==================== jtag_tap_ctrl
jtag_tap_ctrl/layer_met1.png
Scale bar: 10 um. Supply wires on this layer in gray.
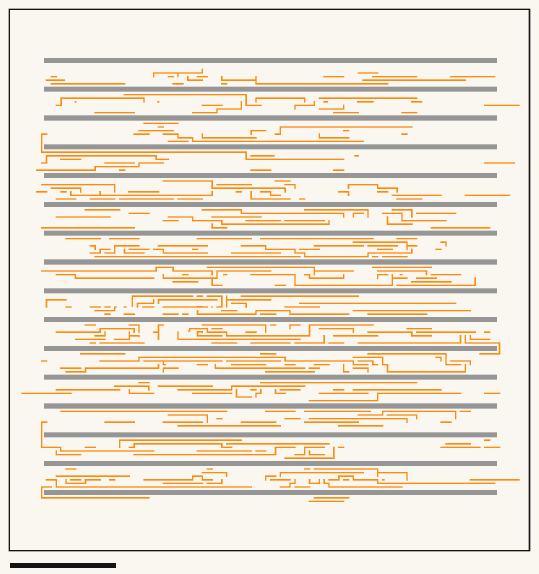

--- config.mk ---
export PLATFORM = sky130hd
export DESIGN_NAME = jtag_tap_ctrl
export DESIGN_NICKNAME = d
export VERILOG_FILES = /design/src/rtl/jtag_tap_ctrl.sv
export SDC_FILE = /design/constraint.sdc
export NUM_CORES = 1
export LEC_CHECK = 0
export CORE_AREA = 3 3 46 48
export DETAILED_ROUTE_END_ITERATION = 16
export DIE_AREA = 0 0 49 51
export GPL_ROUTABILITY_DRIVEN = 0
export PLACE_DENSITY = 0.73
export SLEW_MARGIN = 15
export SYNTH_ARGS = -nofsm -noshare
export SYNTH_HDL_FRONTEND = slang
export SYNTH_SLANG_ARGS = --single-unit
--- constraint.sdc ---
create_clock -name TCK -period 1.5 [get_ports TCK]
set_clock_uncertainty 0.15 [all_clocks]
set_input_delay 0.3 -clock TCK [delete_from_list [all_inputs] [get_ports TCK]]
set_output_delay 0.3 -clock TCK [all_outputs]
set_load 0.1 [all_outputs]
--- src/rtl/jtag_tap_ctrl.sv ---
// IEEE 1149.1-style TAP controller: 16-state TAP FSM, instruction register,
// Moore data-register strobes and the registered chip TDO/TDO_EN.
// There is no valid/ready handshake here. Every input is sampled on each
// rising TCK edge. The FSM state is exposed on STATE_DBG so that checkers
// can bind to it.
module jtag_tap_ctrl #(
    parameter int                    IR_WIDTH   = 4,
    parameter logic [IR_WIDTH-1:0]   IR_RESET   = 4'h2,
    parameter logic [IR_WIDTH-1:0]   IR_CAPTURE = 4'h1,
    parameter logic [IR_WIDTH-1:0]   MAX_CODE   = 4'h5
) (
    input  logic                TCK,
    input  logic                RST,
    input  logic                TMS,
    input  logic                TDI,
    input  logic                DR_TDO,
    output logic [IR_WIDTH-1:0] IR_CODE,
    output logic                TLR,
    output logic                RUN_IDLE,
    output logic                CAPTURE_DR,
    output logic                SHIFT_DR,
    output logic                UPDATE_DR,
    output logic                TDO,
    output logic                TDO_EN,
    output logic [3:0]          STATE_DBG
);

    typedef enum logic [3:0] {
        S_TLR    = 4'd0,
        S_RTI    = 4'd1,
        S_SEL_DR = 4'd2,
        S_CAP_DR = 4'd3,
        S_SH_DR  = 4'd4,
        S_EX1_DR = 4'd5,
        S_PAU_DR = 4'd6,
        S_EX2_DR = 4'd7,
        S_UPD_DR = 4'd8,
        S_SEL_IR = 4'd9,
        S_CAP_IR = 4'd10,
        S_SH_IR  = 4'd11,
        S_EX1_IR = 4'd12,
        S_PAU_IR = 4'd13,
        S_EX2_IR = 4'd14,
        S_UPD_IR = 4'd15
    } tap_state_t;

    tap_state_t          state;
    tap_state_t          next_state;
    logic [IR_WIDTH-1:0] ir_sr;

    // State register. Reset always lands in Test-Logic-Reset.
    always_ff @(posedge TCK) begin
        if (RST) begin
            state <= S_TLR;
        end else begin
            state <= next_state;
        end
    end

    // Next-state decode from TMS, plus the Moore strobes decoded from the current state.
    always_comb begin
        next_state = state;
        TLR        = 1'b0;
        RUN_IDLE   = 1'b0;
        CAPTURE_DR = 1'b0;
        SHIFT_DR   = 1'b0;
        UPDATE_DR  = 1'b0;
        case (state)
            S_TLR:    next_state = TMS ? S_TLR    : S_RTI;
            S_RTI:    next_state = TMS ? S_SEL_DR : S_RTI;
            S_SEL_DR: next_state = TMS ? S_SEL_IR : S_CAP_DR;
            S_CAP_DR: next_state = TMS ? S_EX1_DR : S_SH_DR;
            S_SH_DR:  next_state = TMS ? S_EX1_DR : S_SH_DR;
            S_EX1_DR: next_state = TMS ? S_UPD_DR : S_PAU_DR;
            S_PAU_DR: next_state = TMS ? S_EX2_DR : S_PAU_DR;
            S_EX2_DR: next_state = TMS ? S_UPD_DR : S_SH_DR;
            S_UPD_DR: next_state = TMS ? S_SEL_DR : S_RTI;
            S_SEL_IR: next_state = TMS ? S_TLR    : S_CAP_IR;
            S_CAP_IR: next_state = TMS ? S_EX1_IR : S_SH_IR;
            S_SH_IR:  next_state = TMS ? S_EX1_IR : S_SH_IR;
            S_EX1_IR: next_state = TMS ? S_UPD_IR : S_PAU_IR;
            S_PAU_IR: next_state = TMS ? S_EX2_IR : S_PAU_IR;
            S_EX2_IR: next_state = TMS ? S_UPD_IR : S_SH_IR;
            S_UPD_IR: next_state = TMS ? S_SEL_DR : S_RTI;
            default:  next_state = S_TLR;
        endcase
        TLR        = (state == S_TLR);
        RUN_IDLE   = (state == S_RTI);
        CAPTURE_DR = (state == S_CAP_DR);
        SHIFT_DR   = (state == S_SH_DR);
        UPDATE_DR  = (state == S_UPD_DR);
    end

    assign STATE_DBG = state;

    // Instruction shift register and instruction latch. Entering TLR overrides
    // any update. Unimplemented codes decode to BYPASS.
    always_ff @(posedge TCK) begin
        if (RST) begin
            IR_CODE <= IR_RESET;
            ir_sr   <= IR_CAPTURE;
        end else begin
            if (next_state == S_TLR) begin
                IR_CODE <= IR_RESET;
            end else if (state == S_UPD_IR) begin
                IR_CODE <= (ir_sr > MAX_CODE) ? '0 : ir_sr;
            end
            if (state == S_CAP_IR) begin
                ir_sr <= IR_CAPTURE;
            end else if (state == S_SH_IR) begin
                ir_sr <= {TDI, ir_sr[IR_WIDTH-1:1]};
            end
        end
    end

    // Registered TDO path. TDO holds its last value whenever the enable is low.
    always_ff @(posedge TCK) begin
        if (RST) begin
            TDO    <= 1'b0;
            TDO_EN <= 1'b0;
        end else begin
            TDO_EN <= (state == S_SH_IR) || (state == S_SH_DR);
            if (state == S_SH_IR) begin
                TDO <= ir_sr[0];
            end else if (state == S_SH_DR) begin
                TDO <= DR_TDO;
            end
        end
    end

endmodule
==================== line_decoder_seq_flat
<file path="config.mk">
export PLATFORM = sky130hd
export DESIGN_NAME = line_decoder_seq_flat
export DESIGN_NICKNAME = d
export VERILOG_FILES = /design/src/rtl/line_decoder_pkg.sv /design/src/rtl/line_decoder_seq_if.sv /design/src/rtl/line_decode_comb.sv /design/src/rtl/line_decoder_seq.sv /design/src/flat_wrapper.sv
export SDC_FILE = /design/constraint.sdc
export NUM_CORES = 1
export LEC_CHECK = 0
export CAP_MARGIN = 10
export CELL_PAD_IN_SITES_DETAIL_PLACEMENT = 0
export CELL_PAD_IN_SITES_GLOBAL_PLACEMENT = 1
export CORE_ASPECT_RATIO = 0.75
export CORE_MARGIN = 3
export CORE_UTILIZATION = 37
export DETAILED_ROUTE_END_ITERATION = 8
export GPL_ROUTABILITY_DRIVEN = 0
export PLACE_DENSITY_LB_ADDON = 0.1
export SLEW_MARGIN = 0
export SYNTH_ARGS = -nofsm -noshare
export SYNTH_HDL_FRONTEND = slang
export SYNTH_SLANG_ARGS = --single-unit
</file>
<file path="constraint.sdc">
create_clock -name clk_i -period 1.8 [get_ports clk_i]
set_input_delay 0.36 -clock clk_i [delete_from_list [all_inputs] [get_ports clk_i]]
set_output_delay 0.36 -clock clk_i [all_outputs]
set_load 0.02 [all_outputs]
</file>
<file path="src/rtl/line_decoder_pkg.sv">
// line_decoder_pkg: shared FSM state type and mode encodings for the scanning line decoder
package line_decoder_pkg;

    typedef enum logic [1:0] {
        S_OFF,
        S_DIRECT,
        S_DWELL,
        S_BLANK
    } state_t;

    localparam logic MODE_DIRECT = 1'b0;
    localparam logic MODE_SCAN   = 1'b1;

endpackage

</file>
<file path="src/rtl/line_decoder_seq_if.sv">
// line_decoder_seq_if: control inputs and decoded outputs of line_decoder_seq
// Members: select_i, mode_i, dwell_i, g1_en_i, g2a_en_n_i, g2b_en_n_i (to decoder);
//          yn_o, index_o, wrap_o (from decoder).
// Modports: master drives the controls, slave is the decoder.
interface line_decoder_seq_if #(
    parameter int SEL_W   = 3,
    parameter int DWELL_W = 8
);
    logic [SEL_W-1:0]      select_i;
    logic                  mode_i;
    logic [DWELL_W-1:0]    dwell_i;
    logic                  g1_en_i;
    logic                  g2a_en_n_i;
    logic                  g2b_en_n_i;
    logic [2**SEL_W-1:0]   yn_o;
    logic [SEL_W-1:0]      index_o;
    logic                  wrap_o;

    modport master (
        output select_i, mode_i, dwell_i, g1_en_i, g2a_en_n_i, g2b_en_n_i,
        input  yn_o, index_o, wrap_o
    );

    modport slave (
        input  select_i, mode_i, dwell_i, g1_en_i, g2a_en_n_i, g2b_en_n_i,
        output yn_o, index_o, wrap_o
    );
endinterface

</file>
<file path="src/rtl/line_decode_comb.sv">
// line_decode_comb: pure SEL_W-to-2**SEL_W active-low decode with enable
// Ports: sel line select; en drives the selected line when high; yn active-low lines,
//        line k on yn[2**SEL_W-1-k] so line 0 is the MSB.
module line_decode_comb #(
    parameter int SEL_W = 3
)(
    input  logic [SEL_W-1:0]    sel,
    input  logic                en,
    output logic [2**SEL_W-1:0] yn
);
    localparam int OUT_N = 2**SEL_W;

    for (genvar k = 0; k < OUT_N; k++) begin : g_line
        assign yn[OUT_N-1-k] = ~(en && sel == SEL_W'(k));
    end
endmodule

</file>
<file path="src/rtl/line_decoder_seq.sv">
// line_decoder_seq: registered active-low line decoder with direct select and timed auto-scan
// Ports: clk_i rising-edge clock; rst_n_i async active-low reset;
//        bus (slave) carries select/mode/dwell/enable inputs and yn/index/wrap outputs.
module line_decoder_seq
    import line_decoder_pkg::*;
#(
    parameter int SEL_W     = 3,
    parameter int DWELL_W   = 8,
    parameter int BLANK_CYC = 1
)(
    input logic clk_i,
    input logic rst_n_i,
    line_decoder_seq_if.slave bus
);
    localparam int OUT_N   = 2**SEL_W;
    localparam int BLANK_W = BLANK_CYC > 1 ? $clog2(BLANK_CYC) : 1;
    localparam logic [BLANK_W-1:0] BLANK_LAST = BLANK_W'(BLANK_CYC > 0 ? BLANK_CYC - 1 : 0);

    state_t             state, nxt_state;
    logic [DWELL_W-1:0] dwell_cnt, nxt_dwell;
    logic [BLANK_W-1:0] blank_cnt, nxt_blank;
    logic [SEL_W-1:0]   nxt_idx;
    logic               nxt_lit, nxt_wrap, en;
    logic [OUT_N-1:0]   dec_yn;

    assign en = bus.g1_en_i & ~bus.g2a_en_n_i & ~bus.g2b_en_n_i;

    // Next line and whether it is lit; the decoder output is then registered so
    // every output comes straight from a flop.
    always_comb begin
        nxt_state = S_OFF;
        nxt_idx   = bus.index_o;
        nxt_lit   = 1'b0;
        nxt_wrap  = 1'b0;
        nxt_dwell = '0;
        nxt_blank = '0;
        if (!en) begin
            nxt_state = S_OFF;
        end else if (bus.mode_i == MODE_DIRECT) begin
            nxt_state = S_DIRECT;
            nxt_idx   = bus.select_i;
            nxt_lit   = 1'b1;
        end else if (state == S_OFF || state == S_DIRECT) begin
            nxt_state = S_DWELL;
            nxt_idx   = '0;
            nxt_lit   = 1'b1;
        end else if (state == S_DWELL && dwell_cnt < bus.dwell_i) begin
            nxt_state = S_DWELL;
            nxt_dwell = dwell_cnt + 1'b1;
            nxt_lit   = 1'b1;
        end else if (state == S_DWELL && BLANK_CYC > 0) begin
            nxt_state = S_BLANK;
        end else if (state == S_BLANK && blank_cnt < BLANK_LAST) begin
            nxt_state = S_BLANK;
            nxt_blank = blank_cnt + 1'b1;
        end else begin
            // advance to the next line; index wraps naturally in SEL_W bits
            nxt_state = S_DWELL;
            nxt_idx   = bus.index_o + 1'b1;
            nxt_lit   = 1'b1;
            nxt_wrap  = &bus.index_o;
        end
    end

    line_decode_comb #(.SEL_W(SEL_W)) u_dec (
        .sel (nxt_idx),
        .en  (nxt_lit),
        .yn  (dec_yn)
    );

    always_ff @(posedge clk_i or negedge rst_n_i) begin
        if (!rst_n_i) begin
            state       <= S_OFF;
            dwell_cnt   <= '0;
            blank_cnt   <= '0;
            bus.yn_o    <= '1;
            bus.index_o <= '0;
            bus.wrap_o  <= 1'b0;
        end else begin
            state       <= nxt_state;
            dwell_cnt   <= nxt_dwell;
            blank_cnt   <= nxt_blank;
            bus.yn_o    <= dec_yn;
            bus.index_o <= nxt_idx;
            bus.wrap_o  <= nxt_wrap;
        end
    end
endmodule

</file>
<file path="src/flat_wrapper.sv">
// flat-port wrapper written by rule: the top's interface ports become plain ports
module line_decoder_seq_flat import line_decoder_pkg::*;
#(
    parameter int SEL_W     = 3,
    parameter int DWELL_W   = 8,
    parameter int BLANK_CYC = 1
)
  (clk_i, rst_n_i, bus_select_i, bus_mode_i, bus_dwell_i, bus_g1_en_i, bus_g2a_en_n_i, bus_g2b_en_n_i, bus_yn_o, bus_index_o, bus_wrap_o);
  line_decoder_seq_if #(.SEL_W(SEL_W), .DWELL_W(DWELL_W)) bus_i ();
  input logic clk_i;
  input logic rst_n_i;
  input wire logic [$bits(bus_i.select_i)-1:0] bus_select_i;
  input wire logic [$bits(bus_i.mode_i)-1:0] bus_mode_i;
  input wire logic [$bits(bus_i.dwell_i)-1:0] bus_dwell_i;
  input wire logic [$bits(bus_i.g1_en_i)-1:0] bus_g1_en_i;
  input wire logic [$bits(bus_i.g2a_en_n_i)-1:0] bus_g2a_en_n_i;
  input wire logic [$bits(bus_i.g2b_en_n_i)-1:0] bus_g2b_en_n_i;
  output wire logic [$bits(bus_i.yn_o)-1:0] bus_yn_o;
  output wire logic [$bits(bus_i.index_o)-1:0] bus_index_o;
  output wire logic [$bits(bus_i.wrap_o)-1:0] bus_wrap_o;
  assign bus_i.select_i = bus_select_i;
  assign bus_i.mode_i = bus_mode_i;
  assign bus_i.dwell_i = bus_dwell_i;
  assign bus_i.g1_en_i = bus_g1_en_i;
  assign bus_i.g2a_en_n_i = bus_g2a_en_n_i;
  assign bus_i.g2b_en_n_i = bus_g2b_en_n_i;
  assign bus_yn_o = bus_i.yn_o;
  assign bus_index_o = bus_i.index_o;
  assign bus_wrap_o = bus_i.wrap_o;
  line_decoder_seq #(.SEL_W(SEL_W), .DWELL_W(DWELL_W), .BLANK_CYC(BLANK_CYC)) u_core (.clk_i(clk_i), .rst_n_i(rst_n_i), .bus(bus_i));
endmodule
</file>
==================== abqm_teller_dispatch
### src/rtl/abqm_teller_dispatch.sv
// Teller-side dispatcher for the ABQM queue: issues BCD tickets, tracks occupancy,
// and hands waiting customers to on-duty tellers in round-robin order.
module abqm_teller_dispatch #(
  parameter int NUM_TELLERS = 3,
  parameter int QDEPTH      = 7
) (
  input  logic                   clk,
  input  logic                   reset,
  input  logic                   arrive,
  input  logic [NUM_TELLERS-1:0] teller_en,
  input  logic [NUM_TELLERS-1:0] teller_req,
  output logic                   issue_valid,
  output logic [7:0]             issue_ticket,
  output logic                   reject,
  output logic                   call_valid,
  output logic [1:0]             call_teller,
  output logic [7:0]             call_ticket,
  output logic [2:0]             pcount,
  output logic [1:0]             tcount,
  output logic                   full,
  output logic                   empty
);

  localparam logic [2:0] QMAX    = 3'(QDEPTH);
  localparam logic [2:0] NT      = 3'(NUM_TELLERS);
  localparam logic [1:0] LAST_TL = 2'(NUM_TELLERS - 1);

  function automatic logic [7:0] bcd_inc(input logic [7:0] v);
    logic [3:0] lo;
    logic [3:0] hi;
    lo = v[3:0];
    hi = v[7:4];
    if (lo >= 4'd9) begin
      lo = 4'd0;
      hi = (hi >= 4'd9) ? 4'd0 : hi + 4'd1;
    end else begin
      lo = lo + 4'd1;
    end
    return {hi, lo};
  endfunction

  function automatic logic [1:0] popcount_sat(input logic [NUM_TELLERS-1:0] v);
    logic [2:0] n;
    n = '0;
    for (int i = 0; i < NUM_TELLERS; i++) n = n + 3'(v[i]);
    return (n > 3'd3) ? 2'd3 : n[1:0];
  endfunction

  logic [7:0]               next_ticket;
  logic [7:0]               head_ticket;
  logic [1:0]               rr_ptr;
  logic [NUM_TELLERS-1:0]   elig;
  logic [2*NUM_TELLERS-1:0] rot2;
  logic [2:0]               sum;
  logic                     grant_found;
  logic [1:0]               grant_idx;
  logic                     call_go;
  logic                     issue_go;
  logic [2:0]               pcount_nxt;

  // Decision stage: arbitration and occupancy update from the sampled inputs
  always_comb begin
    elig        = teller_req & teller_en;
    rot2        = {elig, elig} >> rr_ptr;
    grant_found = 1'b0;
    grant_idx   = '0;
    sum         = '0;
    for (int i = 0; i < NUM_TELLERS; i++) begin
      if (!grant_found && rot2[i]) begin
        grant_found = 1'b1;
        sum         = 3'(rr_ptr) + 3'(i);
        if (sum >= NT) sum = sum - NT;
        grant_idx   = sum[1:0];
      end
    end
    call_go  = grant_found && (pcount != 3'd0);
    // A same-edge call frees a slot, so a full queue can still accept an arrival
    issue_go = arrive && ((pcount != QMAX) || call_go);
    case ({issue_go, call_go})
      2'b10:   pcount_nxt = pcount + 3'd1;
      2'b01:   pcount_nxt = pcount - 3'd1;
      default: pcount_nxt = pcount;
    endcase
  end

  // Output register stage
  always_ff @(posedge clk or posedge reset) begin
    if (reset) begin
      issue_valid  <= 1'b0;
      issue_ticket <= '0;
      reject       <= 1'b0;
      call_valid   <= 1'b0;
      call_teller  <= '0;
      call_ticket  <= '0;
      pcount       <= '0;
      tcount       <= '0;
      full         <= 1'b0;
      empty        <= 1'b1;
      next_ticket  <= '0;
      head_ticket  <= '0;
      rr_ptr       <= '0;
    end else begin
      issue_valid <= issue_go;
      reject      <= arrive && !issue_go;
      call_valid  <= call_go;
      if (issue_go) begin
        issue_ticket <= next_ticket;
        next_ticket  <= bcd_inc(next_ticket);
      end
      if (call_go) begin
        call_teller <= grant_idx;
        call_ticket <= head_ticket;
        head_ticket <= bcd_inc(head_ticket);
        rr_ptr      <= (grant_idx == LAST_TL) ? 2'd0 : grant_idx + 2'd1;
      end
      pcount <= pcount_nxt;
      full   <= (pcount_nxt == QMAX);
      empty  <= (pcount_nxt == 3'd0);
      tcount <= popcount_sat(teller_en);
    end
  end

endmodule

### config.mk
export PLATFORM = sky130hd
export DESIGN_NAME = abqm_teller_dispatch
export DESIGN_NICKNAME = d
export VERILOG_FILES = /design/src/rtl/abqm_teller_dispatch.sv
export SDC_FILE = /design/constraint.sdc
export NUM_CORES = 1
export LEC_CHECK = 0
export CORE_MARGIN = 3
export CORE_UTILIZATION = 53
export CTS_CLUSTER_DIAMETER = 30
export DETAILED_ROUTE_END_ITERATION = 10
export HOLD_SLACK_MARGIN = 0.02
export PLACE_DENSITY = 0.79
export REMOVE_ABC_BUFFERS = 1
export SYNTH_ARGS = -nofsm -noshare
export SYNTH_HDL_FRONTEND = slang
export SYNTH_SLANG_ARGS = --single-unit
### constraint.sdc
create_clock -name clk -period 2.67 [get_ports clk]
set_input_delay 0.534 -clock clk [delete_from_list [all_inputs] [get_ports clk]]
set_output_delay 0.534 -clock clk [all_outputs]
set_load 0.05 [all_outputs]
jtag_tap_ctrl/layer_met3.png
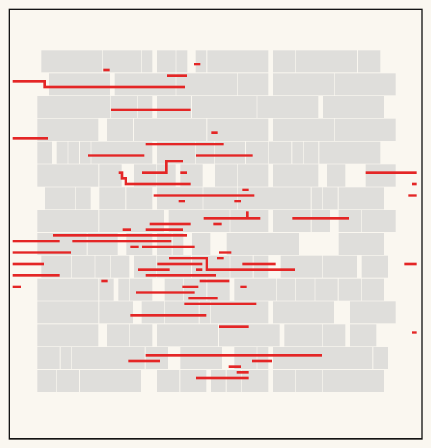
wire length on this layer: 282 um
share of all routed wire: 7.7%

## Picture notes: jtag_tap_ctrl/layer_met1.png
nets with wire on the layer: 130
share of all routed wire: 37%
main direction: horizontal

==> tab_implementation.tex, jtag_tap_ctrl <==
% Yosys + OpenROAD metrics
\begin{tabular}{lr}
\hline
Metric & Value \\
\hline
\multicolumn{2}{l}{\textbf{Outcome}} \\
Run status & finished, violations left \\
Violated checks & setup timing \\
\multicolumn{2}{l}{\textbf{Floorplanning}} \\
Area of the chip & 2500 um2 \\
Core area & 1750 um2 \\
Height of the die & 51 um \\
\multicolumn{2}{l}{\textbf{Layout}} \\
Most used cells in the layout excluding fill and tap cells & 19 x sky130\_fd\_sc\_hd\_\_buf\_4, 16 x sky130\_fd\_sc\_hd\_\_buf\_12, 10 x sky130\_fd\_sc\_hd\_\_dfxtp\_1, 7 x sky130\_fd\_sc\_hd\_\_nand2\_1, 6 x sky130\_fd\_sc\_hd\_\_nor2\_1 \\
Logic area & 599 um2 \\
Share of final layout cell area taken by non-clock buffers & 40.5\% \\
Final std cells w/o fill & 164 \\
Flop share of the area & 18.3\% \\
\multicolumn{2}{l}{\textbf{Synth}} \\
Post-synth cell types & 35 \\
Synthesized netlist net count & 101 \\
Number of cells produced by synthesis & 96 \\
\multicolumn{2}{l}{\textbf{Worst hold path}} \\
Capture endpoint of the worst hold path & IR\_CODE[3]\$\_SDFFE\_PP0P\_ \\
\multicolumn{2}{l}{\textbf{Power and ir drop}} \\
Fraction of power spent switching nets & 35.2\% \\
Power in combinational cells & 417 uW \\
Leakage dissipation & 0.626 nW \\
Sequential power & 395 uW \\
\multicolumn{2}{l}{\textbf{Final timing}} \\
Final setup violation count & 19 \\
Least setup slack across all paths after layout & -0.236 ns \\
Slew at the pin closest to its max-slew limit & 0.345 ns \\
\multicolumn{2}{l}{\textbf{Run}} \\
OpenROAD warnings & 29 \\
\multicolumn{2}{l}{\textbf{Setup path}} \\
Worst Setup Start Kind & register \\
Critical-path cell list & nor2b\_4 > nor3b\_4 > buf\_12 \\
Count of buffer and inverter cells on the critical path & 1 \\
\multicolumn{2}{l}{\textbf{Drt}} \\
Number of vias in the routed layout & 1,016 \\
Starting DRC count in detailed routing & 56 \\
Routed wire length on met3 & 281 um \\
\hline
\end{tabular}
line_decoder_seq_flat/layer_met3.png
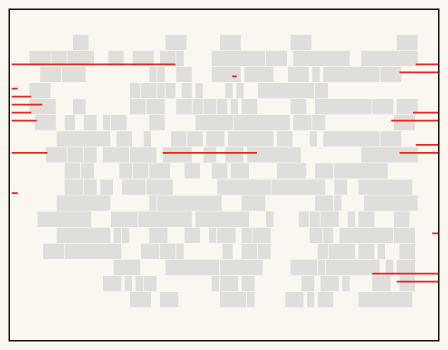
main direction: horizontal
wire length on this layer: 114 um
longest straight run: 27.4 um
nets with wire on the layer: 18
share of all routed wire: 4.1%

line_decoder_seq_flat/congestion.png
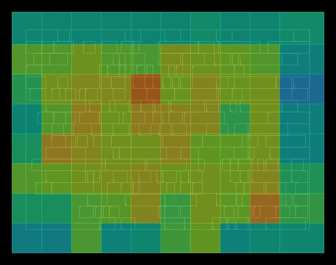
global route hottest layer: met2
wire per inst: 13.0 um

==> tab_implementation.tex, line_decoder_seq_flat <==
% Yosys + OpenROAD metrics
\begin{tabular}{lr}
\hline
Metric & Value \\
\hline
\multicolumn{2}{l}{\textbf{Outcome}} \\
Run status & complete, no violations \\
\multicolumn{2}{l}{\textbf{Synth}} \\
Post-synth design cell area & 1220 um2 \\
Yosys cell count & 119 \\
Post-synth cell types & 36 \\
Synthesized netlist net count & 146 \\
\multicolumn{2}{l}{\textbf{Final timing}} \\
Portion of the clock cycle consumed by the worst path in the final layout & 97.1\% \\
\multicolumn{2}{l}{\textbf{Drt}} \\
Met2 Wirelength & 1230 um \\
\multicolumn{2}{l}{\textbf{GRT}} \\
GRT met3 Usage & 3.97\% \\
\multicolumn{2}{l}{\textbf{Setup path}} \\
Critical path data arrival time & 1.94 ns \\
Flop-to-flop setup slack & 0.05 ns \\
\multicolumn{2}{l}{\textbf{Layout}} \\
Multi-input combinational cell count & 86 \\
Logic area & 707 um2 \\
Commonest non-fill, non-tap cell in the layout & sky130\_fd\_sc\_hd\_\_buf\_4 \\
Flop share of the area & 29.6\% \\
\multicolumn{2}{l}{\textbf{Power and ir drop}} \\
Clock network power share & 38.6\% \\
Logic gate share of total power & 17.4\% \\
Heaviest power group & registers \\
Power in combinational cells & 206 uW \\
\multicolumn{2}{l}{\textbf{Clock network}} \\
Number of clock sinks & 22 \\
\hline
\end{tabular}
abqm_teller_dispatch/layer_met1.png
Scale bar: 20 um. Supply wires on this layer in gray.
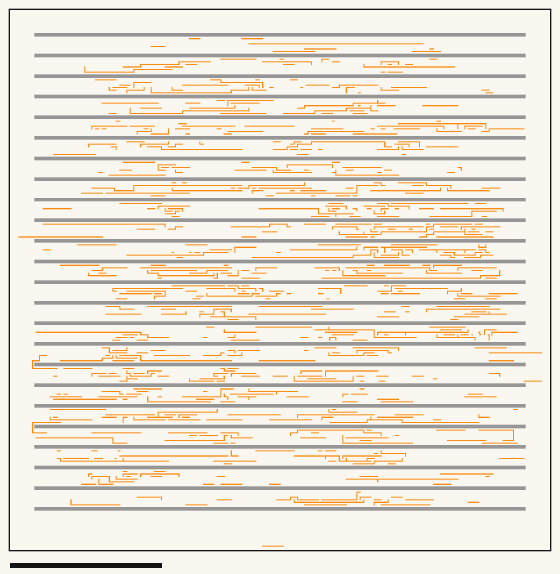
share of all routed wire: 47%
main direction: horizontal
longest straight run: 23.0 um
nets with wire on the layer: 266

==> tab_implementation.tex, abqm_teller_dispatch <==
% Yosys + OpenROAD metrics
\begin{tabular}{lr}
\hline
Metric & Value \\
\hline
\multicolumn{2}{l}{\textbf{Layout}} \\
Flop share of the area & 40.9\% \\
Area taken by flip-flops and latches & 1150 um2 \\
Multi-input combinational cell count & 162 \\
Final std cells w/o fill & 330 \\
Non-Filler Cell Area, Final & 2820 um2 \\
Commonest non-fill, non-tap cell in the layout & sky130\_fd\_sc\_hd\_\_nand2\_1 \\
Flops & 46 \\
Clock-cell share of area & 2.71\% \\
Non-clock inverter instance count of the final layout & 17 \\
\multicolumn{2}{l}{\textbf{Power and ir drop}} \\
Relative contribution of sequential cells to total power & 35.3\% \\
Clock network power share & 11.3\% \\
Sw power & 1.67 mW \\
Power in combinational cells & 1.88 mW \\
\multicolumn{2}{l}{\textbf{Synth}} \\
Mean Syn Cell Area & 9.78 um2 \\
Sequential fraction of the synthesis area & 51.0\% \\
Main logic family & simple AND/OR/NAND/NOR gates \\
Top cells by count, synth & 46 x sky130\_fd\_sc\_hd\_\_nand2\_1, 45 x sky130\_fd\_sc\_hd\_\_dfrtp\_1, 22 x sky130\_fd\_sc\_hd\_\_o21ai\_0 \\
Area reported by Yosys stat & 2260 um2 \\
Largest area contributor in the synthesized netlist & sky130\_fd\_sc\_hd\_\_dfrtp\_1 \\
Top-count cell post-synth & sky130\_fd\_sc\_hd\_\_nand2\_1 \\
\multicolumn{2}{l}{\textbf{Clock network}} \\
H-tree depth & 2 \\
Maximum buffer depth of the clock tree & 2 \\
TritonCTS clock tree & done \\
\multicolumn{2}{l}{\textbf{Setup path}} \\
Cell with the largest stage delay on the worst path & sky130\_fd\_sc\_hd\_\_clkdlybuf4s50\_1 \\
Number of gates on the worst path with buffers counted & 10 \\
Critical path data arrival time & 2.64 ns \\
Worst Setup Start Kind & input pin \\
\multicolumn{2}{l}{\textbf{Floorplanning}} \\
Floorplan core density & 55.7\% \\
Floorplan die width & 71.3 um \\
\multicolumn{2}{l}{\textbf{Drt}} \\
Number of vias in the routed layout & 1,780 \\
Routed wire length on met3 & 170 um \\
\multicolumn{2}{l}{\textbf{Final timing}} \\
Slew at the pin closest to its max-slew limit & 0.550 ns \\
\multicolumn{2}{l}{\textbf{Placement}} \\
HPWL after detailed placement & 3250 um \\
\multicolumn{2}{l}{\textbf{GRT}} \\
Number of global-route vias before repair & 1,831 \\
Total track usage & 20.3\% \\
Global route hottest layer & met2 \\
\multicolumn{2}{l}{\textbf{Outcome}} \\
Run status & complete, no violations \\
\hline
\end{tabular}


## Gallery

M2 wires.
image #1
Scale bar: 20 um.
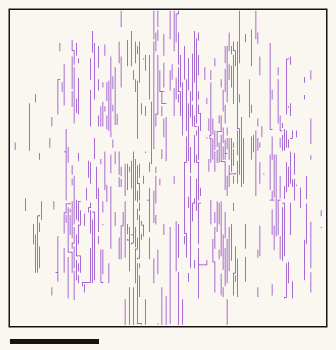
image #2
Scale bar: 20 um.
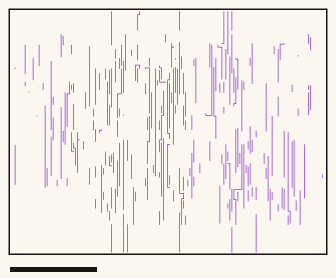
image #3
Scale bar: 10 um.
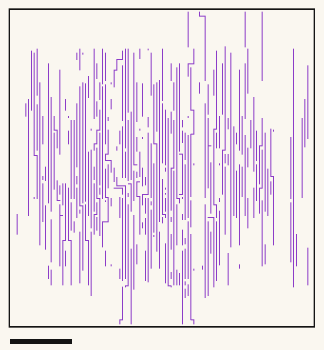
Of these, largest die: image #1
Of these, smallest die: image #3
jtag_tap_ctrl is image #3.
line_decoder_seq_flat is image #2.
abqm_teller_dispatch is image #1.

Power figures rest on the tool's default switching activity, not on a simulated workload.
